==================== lag_pl_credit_tracker
lag_pl_credit_tracker, the metal 3 layer:
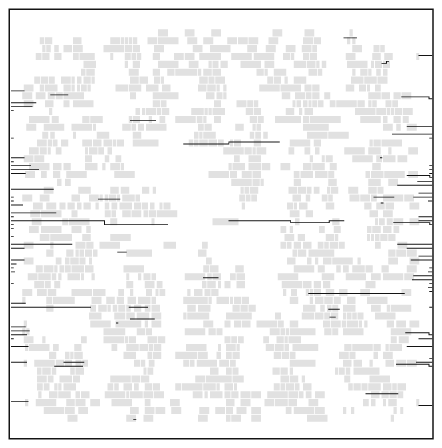
lag_pl_credit_tracker, wiring heat map:
Scale bar: 50 um. The die is cut into 29 by 30 equal tiles; white is low, dark blue is high, scaled to the fullest tile. Values are wire area over tile area, all layers added.
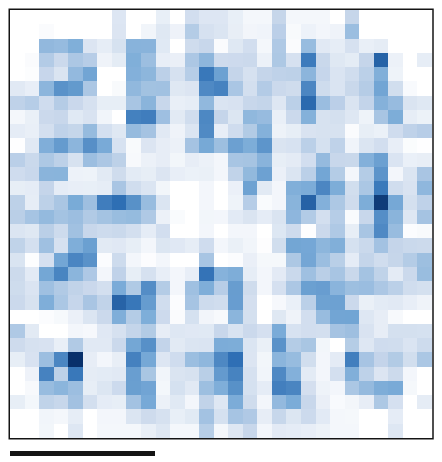
[config.mk]
export PLATFORM = sky130hd
export DESIGN_NAME = lag_pl_credit_tracker
export DESIGN_NICKNAME = d
export VERILOG_FILES = /design/src/rtl/lag_pl_credit_tracker.sv
export SDC_FILE = /design/constraint.sdc
export NUM_CORES = 1
export LEC_CHECK = 0
export ABC_CLOCK_PERIOD_IN_PS = 1900
export CELL_PAD_IN_SITES_DETAIL_PLACEMENT = 0
export CELL_PAD_IN_SITES_GLOBAL_PLACEMENT = 1
export CORE_AREA = 4 4 142 144
export DETAILED_ROUTE_END_ITERATION = 8
export DIE_AREA = 0 0 146 148
export PLACE_DENSITY_LB_ADDON = 0.1
export SYNTH_ARGS = -nofsm -noshare
export SYNTH_HDL_FRONTEND = slang
export SYNTH_SLANG_ARGS = --single-unit
[constraint.sdc]
create_clock -name clk -period 1.9 [get_ports clk]
set_clock_uncertainty 0.1 [all_clocks]
set_input_delay 0.19 -clock clk [delete_from_list [all_inputs] [get_ports clk]]
set_output_delay 0.19 -clock clk [all_outputs]
set_load 0.02 [all_outputs]
[src/rtl/lag_pl_credit_tracker.sv]
// Per (output port, PL) credit counters driving the blocked/ready status vector.
// Optional protocol checking is enabled by defining LAG_CREDIT_CHECK_EN.
module lag_pl_credit_tracker #(
  parameter int np      = 5,
  parameter int nv      = 4,
  parameter int buf_len = 4,
  localparam int cw     = $clog2(buf_len + 1)
) (
  input  logic                            clk,
  input  logic                            rst_n,
  input  logic [np-1:0][nv-1:0]           flit_sent,
  input  logic [np-1:0][nv-1:0]           credit_in,
  output logic [np-1:0][nv-1:0]           pl_status,
  output logic [np-1:0][nv-1:0][cw-1:0]   credit_cnt,
  output logic [np-1:0][nv-1:0]           credit_err
);

  localparam logic [cw-1:0] full_cnt = cw'(buf_len);

  logic [np-1:0][nv-1:0][cw-1:0] cnt_nxt;

  // Saturating update: an illegal send at 0 or an illegal credit at full holds.
  always_comb begin
    cnt_nxt = credit_cnt;
    for (int p = 0; p < np; p++) begin
      for (int v = 0; v < nv; v++) begin
        if (flit_sent[p][v] && !credit_in[p][v] && credit_cnt[p][v] != '0)
          cnt_nxt[p][v] = credit_cnt[p][v] - 1'b1;
        else if (credit_in[p][v] && !flit_sent[p][v] && credit_cnt[p][v] != full_cnt)
          cnt_nxt[p][v] = credit_cnt[p][v] + 1'b1;
      end
    end
  end

  always_ff @(posedge clk) begin
    if (!rst_n) begin
      for (int p = 0; p < np; p++)
        for (int v = 0; v < nv; v++)
          credit_cnt[p][v] <= full_cnt;
      pl_status <= '0;
    end else begin
      credit_cnt <= cnt_nxt;
      for (int p = 0; p < np; p++)
        for (int v = 0; v < nv; v++)
          pl_status[p][v] <= (cnt_nxt[p][v] == '0);
    end
  end

`ifdef LAG_CREDIT_CHECK_EN
  logic [np-1:0][nv-1:0] err_set;

  always_comb begin
    err_set = '0;
    for (int p = 0; p < np; p++) begin
      for (int v = 0; v < nv; v++) begin
        err_set[p][v] = (flit_sent[p][v] && !credit_in[p][v] && credit_cnt[p][v] == '0) ||
                        (credit_in[p][v] && !flit_sent[p][v] && credit_cnt[p][v] == full_cnt);
      end
    end
  end

  always_ff @(posedge clk) begin
    if (!rst_n) begin
      credit_err <= '0;
    end else begin
      credit_err <= credit_err | err_set;
`ifndef SYNTHESIS
      for (int p = 0; p < np; p++)
        for (int v = 0; v < nv; v++)
          if (err_set[p][v])
            $display("%m: credit protocol violation on port %0d pl %0d (cnt=%0d)",
                     p, v, credit_cnt[p][v]);
`endif
    end
  end
`else
  assign credit_err = '0;
`endif

endmodule

==> run summary <==
Grt peak-use layer = met2
Logic inverters = 57
Outcome = completed
Setup TNS = 0 ns
Crit path buffers/inverters = 1
Number of fill cells in the layout = 1,822
Yosys xor share = 0.0577
FF-to-FF End = pl_status[5]$_SDFF_PN0_
CTS tree = done
Clock share of power = 0.211
Max incr delay on CP = 0.68 ns
Max VDD drop = 0.506 mV
Crit-path cells = clkdlybuf4s50_1
Fin. max-slew vios = 0
Site row count = 50
Comb area leader = simple AND/OR/NAND/NOR gates
Non-clock buffer share = 0.187
Hold path endpoint = credit_cnt[6]$_SDFF_PN0_
Die Ht = 148 um
F_max = 0.547 GHz
## Picture notes: 'the metal 3 layer' of lag_pl_credit_tracker
The wires run mostly horizontal. The longest straight run is 33.1 um.
vias: 5,868
final WL: 16.7 mm
met3 usage in global routing: 0.0288

## Picture notes: 'wiring heat map' of lag_pl_credit_tracker
The emptiest ninth of the die: center. The fullest tile reaches 0.52. The mean over all tiles is 0.12. 11% of the tiles are nearly empty.
wire length per cell: 14.5 um
GRT Overall Usage: 0.149

## placed cells by master (no fill, tap or decap), types with 3 or more instances in the layout
cell type,Yosys,final
a22oi_1,12,12
and3b_1,10,10
nor4bb_1,10,10
nand2b_1,35,35
o32a_1,6,6
ha_4,0,5
o211ai_1,18,18
clkbuf_16,0,9
xnor2_1,41,41
and4b_1,8,8
a21oi_1,36,36
a311oi_1,9,9
nand3b_1,26,26
and2_1,37,37
o22ai_1,4,4
o21ai_0,50,50
dfxtp_2,0,7
conb_1,1,20
nor3_1,9,8
buf_4,22,44
ha_1,60,54
nor3b_1,23,23
nand3_1,4,4
clkdlybuf4s50_1,0,120
nand2_1,25,25
nor4b_1,27,27
nand4_1,11,11
or3b_1,3,3
nor2b_1,35,35
nor2_1,35,35
dfxtp_1,80,72
a2bb2oi_1,8,8
o2111ai_1,10,10
inv_1,57,57
and2_0,8,8
## power groups by stage
stage	clock network [mW]	logic [mW]	registers [mW]
global route	1.98	5.06	2.33
CTS	1.91	4.46	2.27
global placement	0	4.32	2.30
floorplan	0	2.50	2.68
detailed placement	0	4.43	2.31
finish	1.83	4.58	2.28

==================== traffic_light_ctrl_flat
traffic_light_ctrl_flat, wiring heat map:
Scale bar: 20 um. The die is cut into 15 by 13 equal tiles; white is low, dark blue is high, scaled to the fullest tile. Values are wire area over tile area, all layers added.
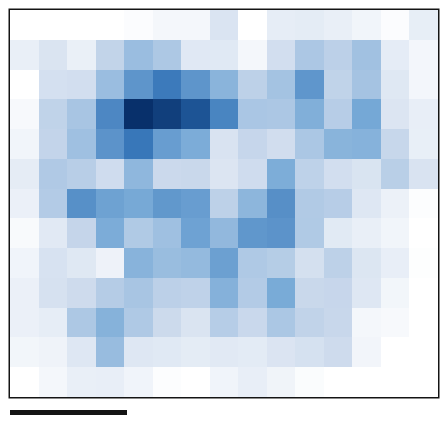
traffic_light_ctrl_flat, the metal 3 layer:
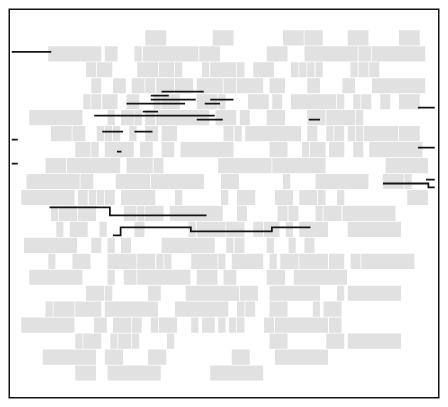
### src/rtl/traffic_light_ctrl_if.sv
// Signal bundle between the traffic-light sequencer and whatever drives it.
// The controller side takes the slave modport; the stimulus/upstream side
// takes the master modport.
interface traffic_light_ctrl_if #(
    parameter int CNT_W = 8
);
    logic             enable;
    logic             req;
    logic             hold;
    logic [1:0]       traffic_state;
    logic [CNT_W-1:0] remain;
    logic             phase_done;

    modport master (
        output enable,
        output req,
        output hold,
        input  traffic_state,
        input  remain,
        input  phase_done
    );

    modport slave (
        input  enable,
        input  req,
        input  hold,
        output traffic_state,
        output remain,
        output phase_done
    );
endinterface

### src/rtl/traffic_light_ctrl.sv
// Timed traffic-light sequencer: RED -> GREEN -> YELLOW -> RED.
// A prescaler turns clk into a phase tick; a down-counter holds the ticks
// left in the current phase. req shortens RED, hold forces the sequence
// into RED and parks it there. All outputs come straight from flops.
module traffic_light_ctrl #(
    parameter int TICK_DIV = 50000000,
    parameter int RED_T    = 10,
    parameter int GREEN_T  = 8,
    parameter int YELLOW_T = 3,
    parameter int REQ_MIN  = 2,
    parameter int CNT_W    = 8
) (
    input  logic                 clk,
    input  logic                 rst,
    traffic_light_ctrl_if.slave  tl
);

    localparam int               PW        = $clog2(TICK_DIV);
    localparam logic [PW-1:0]    PRESC_MAX = PW'(TICK_DIV - 1);
    localparam logic [PW-1:0]    PRESC_ONE = PW'(1);
    localparam logic [CNT_W-1:0] RED_L     = CNT_W'(RED_T);
    localparam logic [CNT_W-1:0] GREEN_L   = CNT_W'(GREEN_T);
    localparam logic [CNT_W-1:0] YELLOW_L  = CNT_W'(YELLOW_T);
    localparam logic [CNT_W-1:0] REQ_L     = CNT_W'(REQ_MIN);
    localparam logic [CNT_W-1:0] ONE_L     = CNT_W'(1);

    typedef enum logic [1:0] {
        ST_RED    = 2'b00,
        ST_GREEN  = 2'b01,
        ST_YELLOW = 2'b10
    } state_t;

    // The state register is kept as a raw 2-bit vector so that the
    // unused code 2'b11 is representable and can be recovered from.
    logic [PW-1:0]    presc_r;
    logic [PW-1:0]    presc_nxt_s;
    logic             tick_s;
    logic [1:0]       state_r;
    state_t           state_nxt_s;
    logic [1:0]       out_state_r;
    logic [CNT_W-1:0] remain_r;
    logic [CNT_W-1:0] remain_nxt_s;
    logic             phase_done_r;
    logic             phase_done_nxt_s;

    // Prescaler next value and phase tick; frozen whenever enable is low.
    always_comb begin
        presc_nxt_s = presc_r;
        tick_s      = 1'b0;
        if (tl.enable) begin
            if (presc_r == PRESC_MAX) begin
                presc_nxt_s = {PW{1'b0}};
                tick_s      = 1'b1;
            end else begin
                presc_nxt_s = presc_r + PRESC_ONE;
            end
        end else begin
            presc_nxt_s = presc_r;
        end
    end

    // Phase sequencing: hold outranks req, req outranks the tick, and an
    // illegal state code falls back to a fresh RED phase.
    always_comb begin
        state_nxt_s  = ST_RED;
        remain_nxt_s = remain_r;
        case (state_r)
            ST_RED: begin
                state_nxt_s = ST_RED;
                if (tl.hold) begin
                    remain_nxt_s = remain_r;
                end else if (tl.req && (remain_r > REQ_L)) begin
                    remain_nxt_s = REQ_L;
                end else if (tick_s) begin
                    if (remain_r > ONE_L) begin
                        remain_nxt_s = remain_r - ONE_L;
                    end else begin
                        state_nxt_s  = ST_GREEN;
                        remain_nxt_s = GREEN_L;
                    end
                end else begin
                    remain_nxt_s = remain_r;
                end
            end
            ST_GREEN: begin
                state_nxt_s = ST_GREEN;
                if (tl.hold) begin
                    state_nxt_s  = ST_YELLOW;
                    remain_nxt_s = YELLOW_L;
                end else if (tick_s) begin
                    if (remain_r > ONE_L) begin
                        remain_nxt_s = remain_r - ONE_L;
                    end else begin
                        state_nxt_s  = ST_YELLOW;
                        remain_nxt_s = YELLOW_L;
                    end
                end else begin
                    remain_nxt_s = remain_r;
                end
            end
            ST_YELLOW: begin
                state_nxt_s = ST_YELLOW;
                if (tick_s) begin
                    if (remain_r > ONE_L) begin
                        remain_nxt_s = remain_r - ONE_L;
                    end else begin
                        state_nxt_s  = ST_RED;
                        remain_nxt_s = RED_L;
                    end
                end else begin
                    remain_nxt_s = remain_r;
                end
            end
            default: begin
                state_nxt_s  = ST_RED;
                remain_nxt_s = RED_L;
            end
        endcase
        // Pulse whenever the visible light code is about to change.
        phase_done_nxt_s = (2'(state_nxt_s) != out_state_r);
    end

    // Prescaler count register.
    always_ff @(posedge clk or posedge rst) begin
        if (rst) begin
            presc_r <= {PW{1'b0}};
        end else begin
            presc_r <= presc_nxt_s;
        end
    end

    // Sequencer state plus separately registered outputs; the output copy
    // never holds 2'b11 even if the internal state register is upset.
    always_ff @(posedge clk or posedge rst) begin
        if (rst) begin
            state_r      <= 2'(ST_RED);
            out_state_r  <= 2'(ST_RED);
            remain_r     <= RED_L;
            phase_done_r <= 1'b0;
        end else begin
            state_r      <= 2'(state_nxt_s);
            out_state_r  <= 2'(state_nxt_s);
            remain_r     <= remain_nxt_s;
            phase_done_r <= phase_done_nxt_s;
        end
    end

    assign tl.traffic_state = out_state_r;
    assign tl.remain        = remain_r;
    assign tl.phase_done    = phase_done_r;

endmodule

### src/flat_wrapper.sv
// flat-port wrapper written by rule: the top's interface ports become plain ports
module traffic_light_ctrl_flat 
#(
    parameter int TICK_DIV = 50000000,
    parameter int RED_T    = 10,
    parameter int GREEN_T  = 8,
    parameter int YELLOW_T = 3,
    parameter int REQ_MIN  = 2,
    parameter int CNT_W    = 8
)
  (clk, rst, tl_enable, tl_req, tl_hold, tl_traffic_state, tl_remain, tl_phase_done);
  traffic_light_ctrl_if #(.CNT_W(CNT_W)) tl_i ();
  input  logic clk;
  input  logic rst;
  input wire logic [$bits(tl_i.enable)-1:0] tl_enable;
  input wire logic [$bits(tl_i.req)-1:0] tl_req;
  input wire logic [$bits(tl_i.hold)-1:0] tl_hold;
  output wire logic [$bits(tl_i.traffic_state)-1:0] tl_traffic_state;
  output wire logic [$bits(tl_i.remain)-1:0] tl_remain;
  output wire logic [$bits(tl_i.phase_done)-1:0] tl_phase_done;
  assign tl_i.enable = tl_enable;
  assign tl_i.req = tl_req;
  assign tl_i.hold = tl_hold;
  assign tl_traffic_state = tl_i.traffic_state;
  assign tl_remain = tl_i.remain;
  assign tl_phase_done = tl_i.phase_done;
  traffic_light_ctrl #(.TICK_DIV(TICK_DIV), .RED_T(RED_T), .GREEN_T(GREEN_T), .YELLOW_T(YELLOW_T), .REQ_MIN(REQ_MIN), .CNT_W(CNT_W)) u_core (.clk(clk), .rst(rst), .tl(tl_i));
endmodule
### config.mk
export PLATFORM = sky130hd
export DESIGN_NAME = traffic_light_ctrl_flat
export DESIGN_NICKNAME = d
export VERILOG_FILES = /design/src/rtl/traffic_light_ctrl_if.sv /design/src/rtl/traffic_light_ctrl.sv /design/src/flat_wrapper.sv
export SDC_FILE = /design/constraint.sdc
export NUM_CORES = 1
export LEC_CHECK = 0
export ABC_CLOCK_PERIOD_IN_PS = 3100
export CORE_ASPECT_RATIO = 0.9
export CORE_MARGIN = 1.5
export CORE_UTILIZATION = 47
export DETAILED_ROUTE_END_ITERATION = 7
export GPL_TIMING_DRIVEN = 0
export PLACE_DENSITY = 0.66
export SLEW_MARGIN = 20
export SYNTH_ARGS = -nofsm -noshare
export SYNTH_HDL_FRONTEND = slang
export SYNTH_SLANG_ARGS = --single-unit
### constraint.sdc
create_clock -name clk -period 3.1 [get_ports clk]
set_input_delay 0.93 -clock clk [delete_from_list [all_inputs] [get_ports clk]]
set_output_delay 0.93 -clock clk [all_outputs]
set_load 0.02 [all_outputs]
==> run summary <==
DRT Pass-1 Iters = 4
TritonCTS Sinks = 37
Initial antenna violation count = 0
Net count after synthesis = 224
Leakage = 1.00 nW
F_max = 0.357 GHz
Ys flop type = dfrtp_1
Final setup fails = 0
Outcome = completed
HP Start = u_core.presc_r[24]$_DFFE_PP0P_
Post-synth top cells = dfrtp_1, nor2_1, nand2_1, xnor2_1, o21ai_0
Max cap viols = 0
Chip Area, Yosys = 2070 um^2
R2r setup slk = 0.72 ns
Setup TNS = 0 ns
Clock skew = 0.00599 ns
Clk Latency, worst-skew pair = 0.29 ns
Non-Filler Instances = 299
CP Launch Point = tl_enable
Layout cell share with drive strength beyond 1 = 0.105
Actual slew at the worst max-slew pin = 0.420 ns
Clock share of power = 0.208
GR met1 Demand/Resource = 0.286
Post-Syn Area = 2070 um^2
Grt peak-use layer = met1
# DRC = 0
Vias/cell = 5.40
PD cells = 695 nW/um^2
# Taps = 60
Sequential logic power = 0.725 mW
Crit Path Class = in -> reg
Startpoint Class = input pin
Fin util = 0.579
Vias in the first global route = 1,521
CTS max path bufs = 2
P_int = 1.05 mW
CTS tree = done
First-pass GRT wire length = 7.09 mm
Dominant kind of cell by area = logic gates
Comb pwr share = 0.359
Detail Placement HPWL = 2.99 mm
Worst setup path endpoint = u_core.tl.remain[6]$_DFFE_PP0P_
Final instance area = 2400 um^2
About 'wiring heat map' of traffic_light_ctrl_flat:
12% of the tiles are over half the peak. 11% of the tiles are nearly empty. The mean over all tiles is 0.14.
vias: 1,616
GRT Overall Usage: 0.195
wire length per cell: 13.9 um

About 'the metal 3 layer' of traffic_light_ctrl_flat:
The longest straight run is 20.2 um. The wires run mostly horizontal. The layer carries 154 um of wire. 19 nets have wire on it.
met3 usage in global routing: 0.0412
final WL: 4.16 mm

[cells by family (layout without fill, tap and decap cells)]
logic type / count (synthesis) / after routing / share of synthesized area
buf+inv: 11 / 35 / 0.0224
xor+xnor: 24 / 24 / 0.102
mux: 1 / 1 / 0.00484
compound gates: 31 / 31 / 0.109
fa+ha+maj: 4 / 4 / 0.0242
flops: 37 / 37 / 0.449
simple gates: 107 / 107 / 0.290
[cell usage in the layout (no fill, tap or decap), drive strengths merged, types with 5 or more instances in the layout]
cell,instances
dfrtp,35
o21ai,12
nand2,23
clkbuf,10
xnor2,16
clkdlybuf4s50,15
nor3,7
nand2b,5
xor2,8
inv,7
nor2,33
nand3,11
[worst register-to-register path: stages (launching register included)]
cell and delay, ns:
dfstp_2 0.59, inv_1 0.07, ha_1 0.26, o211a_1 0.23, buf_2 0.17, a311o_1 0.39
or2_4 0.31, o31ai_1 0.25
[per-layer routing]
layer	share of wire	routed length, um
met2	0.42	1750
met5	0	0
met1	0.53	2190
met3	0.037	154
met4	0.014	57
[registers in the layout, indices dropped and copies added (netlist names)]
register,flops
u_core.tl.remain,8
u_core.tl.phase_done,1
u_core.state_r,2
u_core.presc_r,26

==================== l1_dcache
==> config.mk <==
export PLATFORM = sky130hd
export DESIGN_NAME = l1_dcache
export DESIGN_NICKNAME = d
export VERILOG_FILES = /design/src/rtl/l1_dcache_pkg.sv /design/src/rtl/l1_dcache_array.sv /design/src/rtl/l1_dcache.sv
export SDC_FILE = /design/constraint.sdc
export NUM_CORES = 2
export LEC_CHECK = 0
export CAP_MARGIN = 20
export CELL_PAD_IN_SITES_DETAIL_PLACEMENT = 1
export CELL_PAD_IN_SITES_GLOBAL_PLACEMENT = 1
export CORE_MARGIN = 2
export CORE_UTILIZATION = 43
export DETAILED_ROUTE_END_ITERATION = 12
export HOLD_SLACK_MARGIN = 0.12
export PLACE_DENSITY_LB_ADDON = 0.12
export SETUP_SLACK_MARGIN = 0.4
export SYNTH_ARGS = -nofsm -noshare
export SYNTH_HDL_FRONTEND = slang
export SYNTH_HIERARCHICAL = 1
export SYNTH_SLANG_ARGS = --single-unit
==> constraint.sdc <==
create_clock -name clk -period 8.5 [get_ports clk]
set_input_delay 1.7 -clock clk [delete_from_list [all_inputs] [get_ports clk]]
set_output_delay 1.7 -clock clk [all_outputs]
set_load 0.02 [all_outputs]
==> src/rtl/l1_dcache_pkg.sv <==
// Shared types and helpers for the L1 data cache: FSM state encoding,
// line geometry and address field extraction for a given index width.
package dcache_types;

    localparam int LINE_W     = 256;
    localparam int OFFSET_W   = 5;
    localparam int WORD_SEL_W = 3;
    localparam int LINE_BYTES = LINE_W / 8;

    typedef enum logic [1:0] {
        IDLE,
        RESP,
        WRITEBACK,
        ALLOCATE
    } dcache_state_t;

    // Word within the line, addr[4:2].
    function automatic logic [WORD_SEL_W-1:0] addr_word(input logic [31:0] addr);
        return addr[4:2];
    endfunction

    // Set index, addr[4+s_index:5], returned zero-extended.
    function automatic logic [31:0] addr_index(input logic [31:0] addr, input int s_index);
        return (addr >> OFFSET_W) & ((32'd1 << s_index) - 32'd1);
    endfunction

    // Tag, addr[31:5+s_index], returned zero-extended.
    function automatic logic [31:0] addr_tag(input logic [31:0] addr, input int s_index);
        return addr >> (OFFSET_W + s_index);
    endfunction

endpackage

==> src/rtl/l1_dcache_array.sv <==
// Small register-file array: asynchronous read, synchronous write with
// per-byte write enables and a synchronous clear of every entry.
module dcache_array #(
    parameter int WIDTH  = 8,
    parameter int IDX_W  = 3,
    parameter int NBYTES = (WIDTH + 7) / 8
) (
    input  logic              clk,
    input  logic              clr,
    input  logic [IDX_W-1:0]  raddr,
    output logic [WIDTH-1:0]  rdata,
    input  logic [IDX_W-1:0]  waddr,
    input  logic [NBYTES-1:0] wbe,
    input  logic [WIDTH-1:0]  wdata
);

    localparam int DEPTH = 1 << IDX_W;

    logic [WIDTH-1:0] mem [DEPTH];

    // Combinational read so the lookup resolves in the request cycle.
    assign rdata = mem[raddr];

    // Clear has priority over a write landing in the same cycle.
    always_ff @(posedge clk) begin
        if (clr) begin
            for (int i = 0; i < DEPTH; i++) begin
                mem[i] <= '0;
            end
        end else begin
            for (int b = 0; b < WIDTH; b++) begin
                if (wbe[b/8]) begin
                    mem[waddr][b] <= wdata[b];
                end
            end
        end
    end

endmodule

==> src/rtl/l1_dcache.sv <==
// Direct-mapped, write-back, write-allocate L1 data cache.
// 32-bit CPU word port in front, single-beat 256-bit line port behind.
// Optional feature macro: DCACHE_PERF_CNT_EN enables saturating hit/miss
// counters; without it hit_count/miss_count are tied to zero.
module l1_dcache
    import dcache_types::*;
#(
    parameter int S_INDEX = 3
) (
    input  logic         clk,
    input  logic         rst,
    input  logic         data_read,
    input  logic         data_write,
    input  logic [3:0]   data_mbe,
    input  logic [31:0]  data_addr,
    input  logic [31:0]  data_wdata,
    output logic         data_resp,
    output logic [31:0]  data_rdata,
    output logic         pmem_read,
    output logic         pmem_write,
    output logic [31:0]  pmem_address,
    output logic [255:0] pmem_wdata,
    input  logic [255:0] pmem_rdata,
    input  logic         pmem_resp,
    output logic [31:0]  hit_count,
    output logic [31:0]  miss_count
);

    localparam int TAG_W  = 27 - S_INDEX;
    localparam int TAG_NB = (TAG_W + 7) / 8;

    dcache_state_t state, next_state;

    logic [S_INDEX-1:0]    idx;
    logic [TAG_W-1:0]      tag;
    logic [WORD_SEL_W-1:0] word_sel;
    logic                  req;
    logic                  hit;

    logic [LINE_W-1:0]     line_q;
    logic [TAG_W-1:0]      tag_q;
    logic                  valid_q;
    logic                  dirty_q;

    logic [LINE_BYTES-1:0] data_we;
    logic [LINE_W-1:0]     data_wd;
    logic                  tag_we;
    logic                  valid_we;
    logic                  valid_wd;
    logic                  dirty_we;
    logic                  dirty_wd;

    assign idx      = S_INDEX'(addr_index(data_addr, S_INDEX));
    assign tag      = TAG_W'(addr_tag(data_addr, S_INDEX));
    assign word_sel = addr_word(data_addr);
    assign req      = data_read | data_write;
    assign hit      = valid_q && (tag_q == tag);

    // NOTE: the line and tag arrays hold don't-care contents until valid is
    // set, so they get no clear; only valid and dirty need the reset network.
    dcache_array #(.WIDTH(LINE_W), .IDX_W(S_INDEX)) u_data (
        .clk   (clk),
        .clr   (1'b0),
        .raddr (idx),
        .rdata (line_q),
        .waddr (idx),
        .wbe   (data_we),
        .wdata (data_wd)
    );

    dcache_array #(.WIDTH(TAG_W), .IDX_W(S_INDEX)) u_tag (
        .clk   (clk),
        .clr   (1'b0),
        .raddr (idx),
        .rdata (tag_q),
        .waddr (idx),
        .wbe   ({TAG_NB{tag_we}}),
        .wdata (tag)
    );

    dcache_array #(.WIDTH(1), .IDX_W(S_INDEX)) u_valid (
        .clk   (clk),
        .clr   (rst),
        .raddr (idx),
        .rdata (valid_q),
        .waddr (idx),
        .wbe   (valid_we),
        .wdata (valid_wd)
    );

    dcache_array #(.WIDTH(1), .IDX_W(S_INDEX)) u_dirty (
        .clk   (clk),
        .clr   (rst),
        .raddr (idx),
        .rdata (dirty_q),
        .waddr (idx),
        .wbe   (dirty_we),
        .wdata (dirty_wd)
    );

    // State register.
    // NOTE: sequential state uses non-blocking assignments so every flop
    // samples pre-edge values regardless of process evaluation order.
    always_ff @(posedge clk) begin
        if (rst) begin
            state <= IDLE;
        end else begin
            state <= next_state;
        end
    end

    // Next-state, array write controls and state-decoded outputs.
    // NOTE: every output of this block is defaulted first so no path leaves
    // a signal unassigned, which would otherwise infer a latch.
    always_comb begin
        next_state   = state;
        data_we      = '0;
        data_wd      = '0;
        tag_we       = 1'b0;
        valid_we     = 1'b0;
        valid_wd     = 1'b0;
        dirty_we     = 1'b0;
        dirty_wd     = 1'b0;
        data_resp    = 1'b0;
        pmem_read    = 1'b0;
        pmem_write   = 1'b0;
        pmem_address = '0;
        pmem_wdata   = '0;

        case (state)
            IDLE: begin
                if (req) begin
                    if (hit) begin
                        next_state = RESP;
                        // A write wins when both read and write are raised.
                        if (data_write) begin
                            data_we  = LINE_BYTES'(data_mbe) << {word_sel, 2'b00};
                            data_wd  = {(LINE_W/32){data_wdata}};
                            dirty_we = 1'b1;
                            dirty_wd = 1'b1;
                        end
                    end else if (valid_q && dirty_q) begin
                        next_state = WRITEBACK;
                    end else begin
                        next_state = ALLOCATE;
                    end
                end
            end

            RESP: begin
                data_resp  = 1'b1;
                next_state = IDLE;
            end

            WRITEBACK: begin
                pmem_write   = 1'b1;
                pmem_address = {tag_q, idx, 5'b0};
                pmem_wdata   = line_q;
                if (pmem_resp) begin
                    dirty_we   = 1'b1;
                    dirty_wd   = 1'b0;
                    next_state = ALLOCATE;
                end
            end

            ALLOCATE: begin
                pmem_read    = 1'b1;
                pmem_address = {data_addr[31:5], 5'b0};
                if (pmem_resp) begin
                    data_we    = '1;
                    data_wd    = pmem_rdata;
                    tag_we     = 1'b1;
                    valid_we   = 1'b1;
                    valid_wd   = 1'b1;
                    dirty_we   = 1'b1;
                    dirty_wd   = 1'b0;
                    next_state = IDLE;
                end
            end

            default: next_state = IDLE;
        endcase
    end

    // Capture the addressed word on a read hit; held through RESP.
    always_ff @(posedge clk) begin
        if (rst) begin
            data_rdata <= '0;
        end else if (state == IDLE && req && hit && !data_write) begin
            data_rdata <= line_q[{word_sel, 5'b0} +: 32];
        end
    end

`ifdef DCACHE_PERF_CNT_EN
    logic recheck_q;
    logic count_hit;
    logic count_miss;

    assign count_hit  = (state == IDLE) && req && hit && !recheck_q;
    assign count_miss = (state == IDLE) && req && !hit;

    // Marks the IDLE lookup right after a fill so it is not counted as a hit.
    always_ff @(posedge clk) begin
        if (rst) begin
            recheck_q <= 1'b0;
        end else if (state == ALLOCATE && pmem_resp) begin
            recheck_q <= 1'b1;
        end else if (state == IDLE) begin
            recheck_q <= 1'b0;
        end
    end

    // Saturating hit and miss counters.
    always_ff @(posedge clk) begin
        if (rst) begin
            hit_count  <= '0;
            miss_count <= '0;
        end else begin
            if (count_hit && hit_count != 32'hFFFF_FFFF) begin
                hit_count <= hit_count + 32'd1;
            end
            if (count_miss && miss_count != 32'hFFFF_FFFF) begin
                miss_count <= miss_count + 32'd1;
            end
        end
    end
`else
    assign hit_count  = '0;
    assign miss_count = '0;
`endif

endmodule

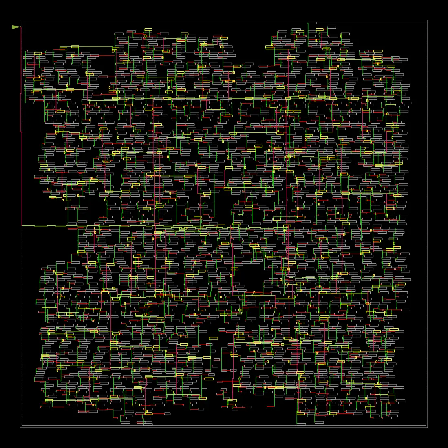
l1_dcache: clock nets
Clk power: 10.2 mW
CTS Buf Count: 241
flop count: 2,290
clock buf count: 298
clock skew: 0.0329 ns

## Yosys cell counts (8+ instances only)
library cell | instances | area share
buf_6 | 103 | 0.010
o41ai_1 | 8 | 0.00063
mux4_2 | 621 | 0.13
clkbuf_1 | 523 | 0.018
nor2b_1 | 38 | 0.0021
nand3_1 | 35 | 0.0016
nand2_1 | 527 | 0.018
buf_2 | 129 | 0.0058
nor2_1 | 55 | 0.0018
nand3b_1 | 37 | 0.0025
o21bai_1 | 286 | 0.019
nand2b_1 | 14 | 0.00078
or3b_2 | 28 | 0.0022
a31o_2 | 8 | 0.00063
buf_4 | 76 | 0.0051
mux2_2 | 293 | 0.030
o31ai_1 | 20 | 0.0013
mux2_4 | 20 | 0.0027
edfxtp_1 | 2256 | 0.61
nand4_1 | 10 | 0.00056
mux2i_1 | 32 | 0.0029
nor3_2 | 36 | 0.0032
xnor2_1 | 21 | 0.0016
a22o_1 | 24 | 0.0019
and2_1 | 257 | 0.014
dfxtp_1 | 34 | 0.0061
clkinv_1 | 280 | 0.0094
buf_1 | 72 | 0.0024
nor3_1 | 2210 | 0.099
## worst min-delay path, stage by stage, from the launching register on
cell     delay (ns)
dfxtp_1        0.32
nor2b_1        0.12
mux2_2         0.15
==> run summary <==
Yosys xor share = 0.00188
Reg2Reg Depth = 10
Critical path depth in cells = 7
Detailed-routing wirelength on met1 = 170 mm
Chip Width = 514 um
Hold path endpoint = data_rdata[7]$_SDFFE_PP0P_
Die Ht = 514 um
Fin. max-slew vios = 0
Basic Gates by Area = 0.148
HP Start = data_rdata[7]$_SDFFE_PP0P_
Mux frac, synth = 0.162
Max VDD drop = 0.239 mV
Placed Area = 121,000 um^2
Yosys Instances = 8,113
Biggest register = u_data/mem
Final min period = 7.46 ns
Post-cts sizing count = 0
Worst setup path endpoint = pmem_wdata[158]
Outcome = completed
Reg2reg start = u_tag/mem[1][4]$_SDFFCE_PN0P_
Placed Cells = 11,653
CP endpoint kind = output port
CP max FO = 66
Clock buf/inv share = 0.0571
Non-clock buffer share = 0.0733
Logic share of the area = 0.296
Setup WS pre-CTS = 0.299 ns
Actual slew at the worst max-slew pin = 1.20 ns
Sequential area share after synthesis = 0.612
Worst Path Arrival = 5.76 ns
Clk Latency, worst-skew pair = 0.89 ns
Post-synthesis cell count = 8,113
Crit-path cells = buf_8 > buf_4 > buf_4 > mux4_2 > mux2_2 > and2_1 > clkdlybuf4s50_1
RSZ-0062 raised after global routing = no
Logic area = 38,100 um^2
Routed wl met2 = 191 mm
H-Tree Depth = 4
GRT Overall Usage = 0.318
P_sw = 7.46 mW
Met3 usage in global routing = 0.0730
Hold Buf Count CTS = 0
Post-Syn Area = 112,000 um^2


==> gallery <==
Clock distribution.
Plate I
Scale bar: 20 um.
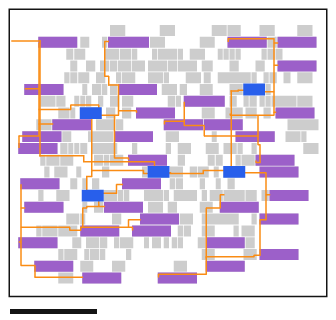
Plate II
Scale bar: 50 um.
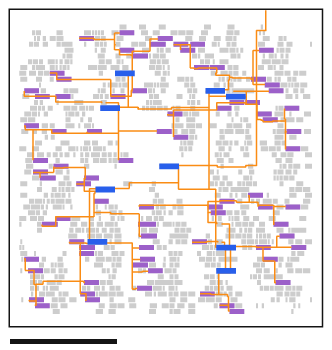
Plate III
Scale bar: 200 um.
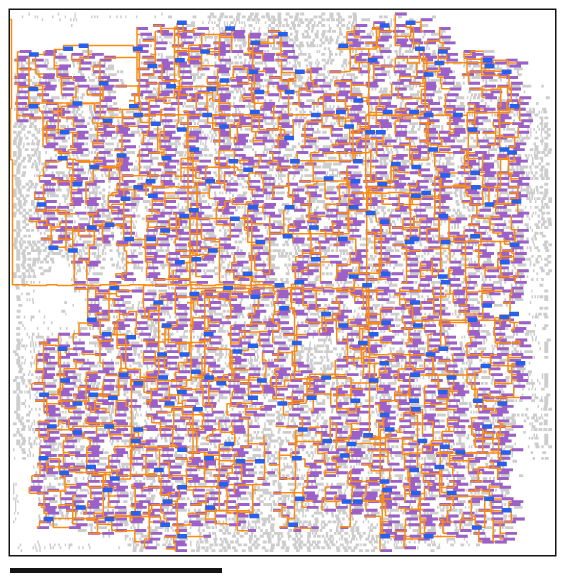
Plate II -> lag_pl_credit_tracker
Plate III -> l1_dcache
Plate I -> traffic_light_ctrl_flat
Of these, largest die: Plate III
Of these, most sequential cells: Plate III

Power figures rest on the tool's default switching activity, not on a simulated workload.
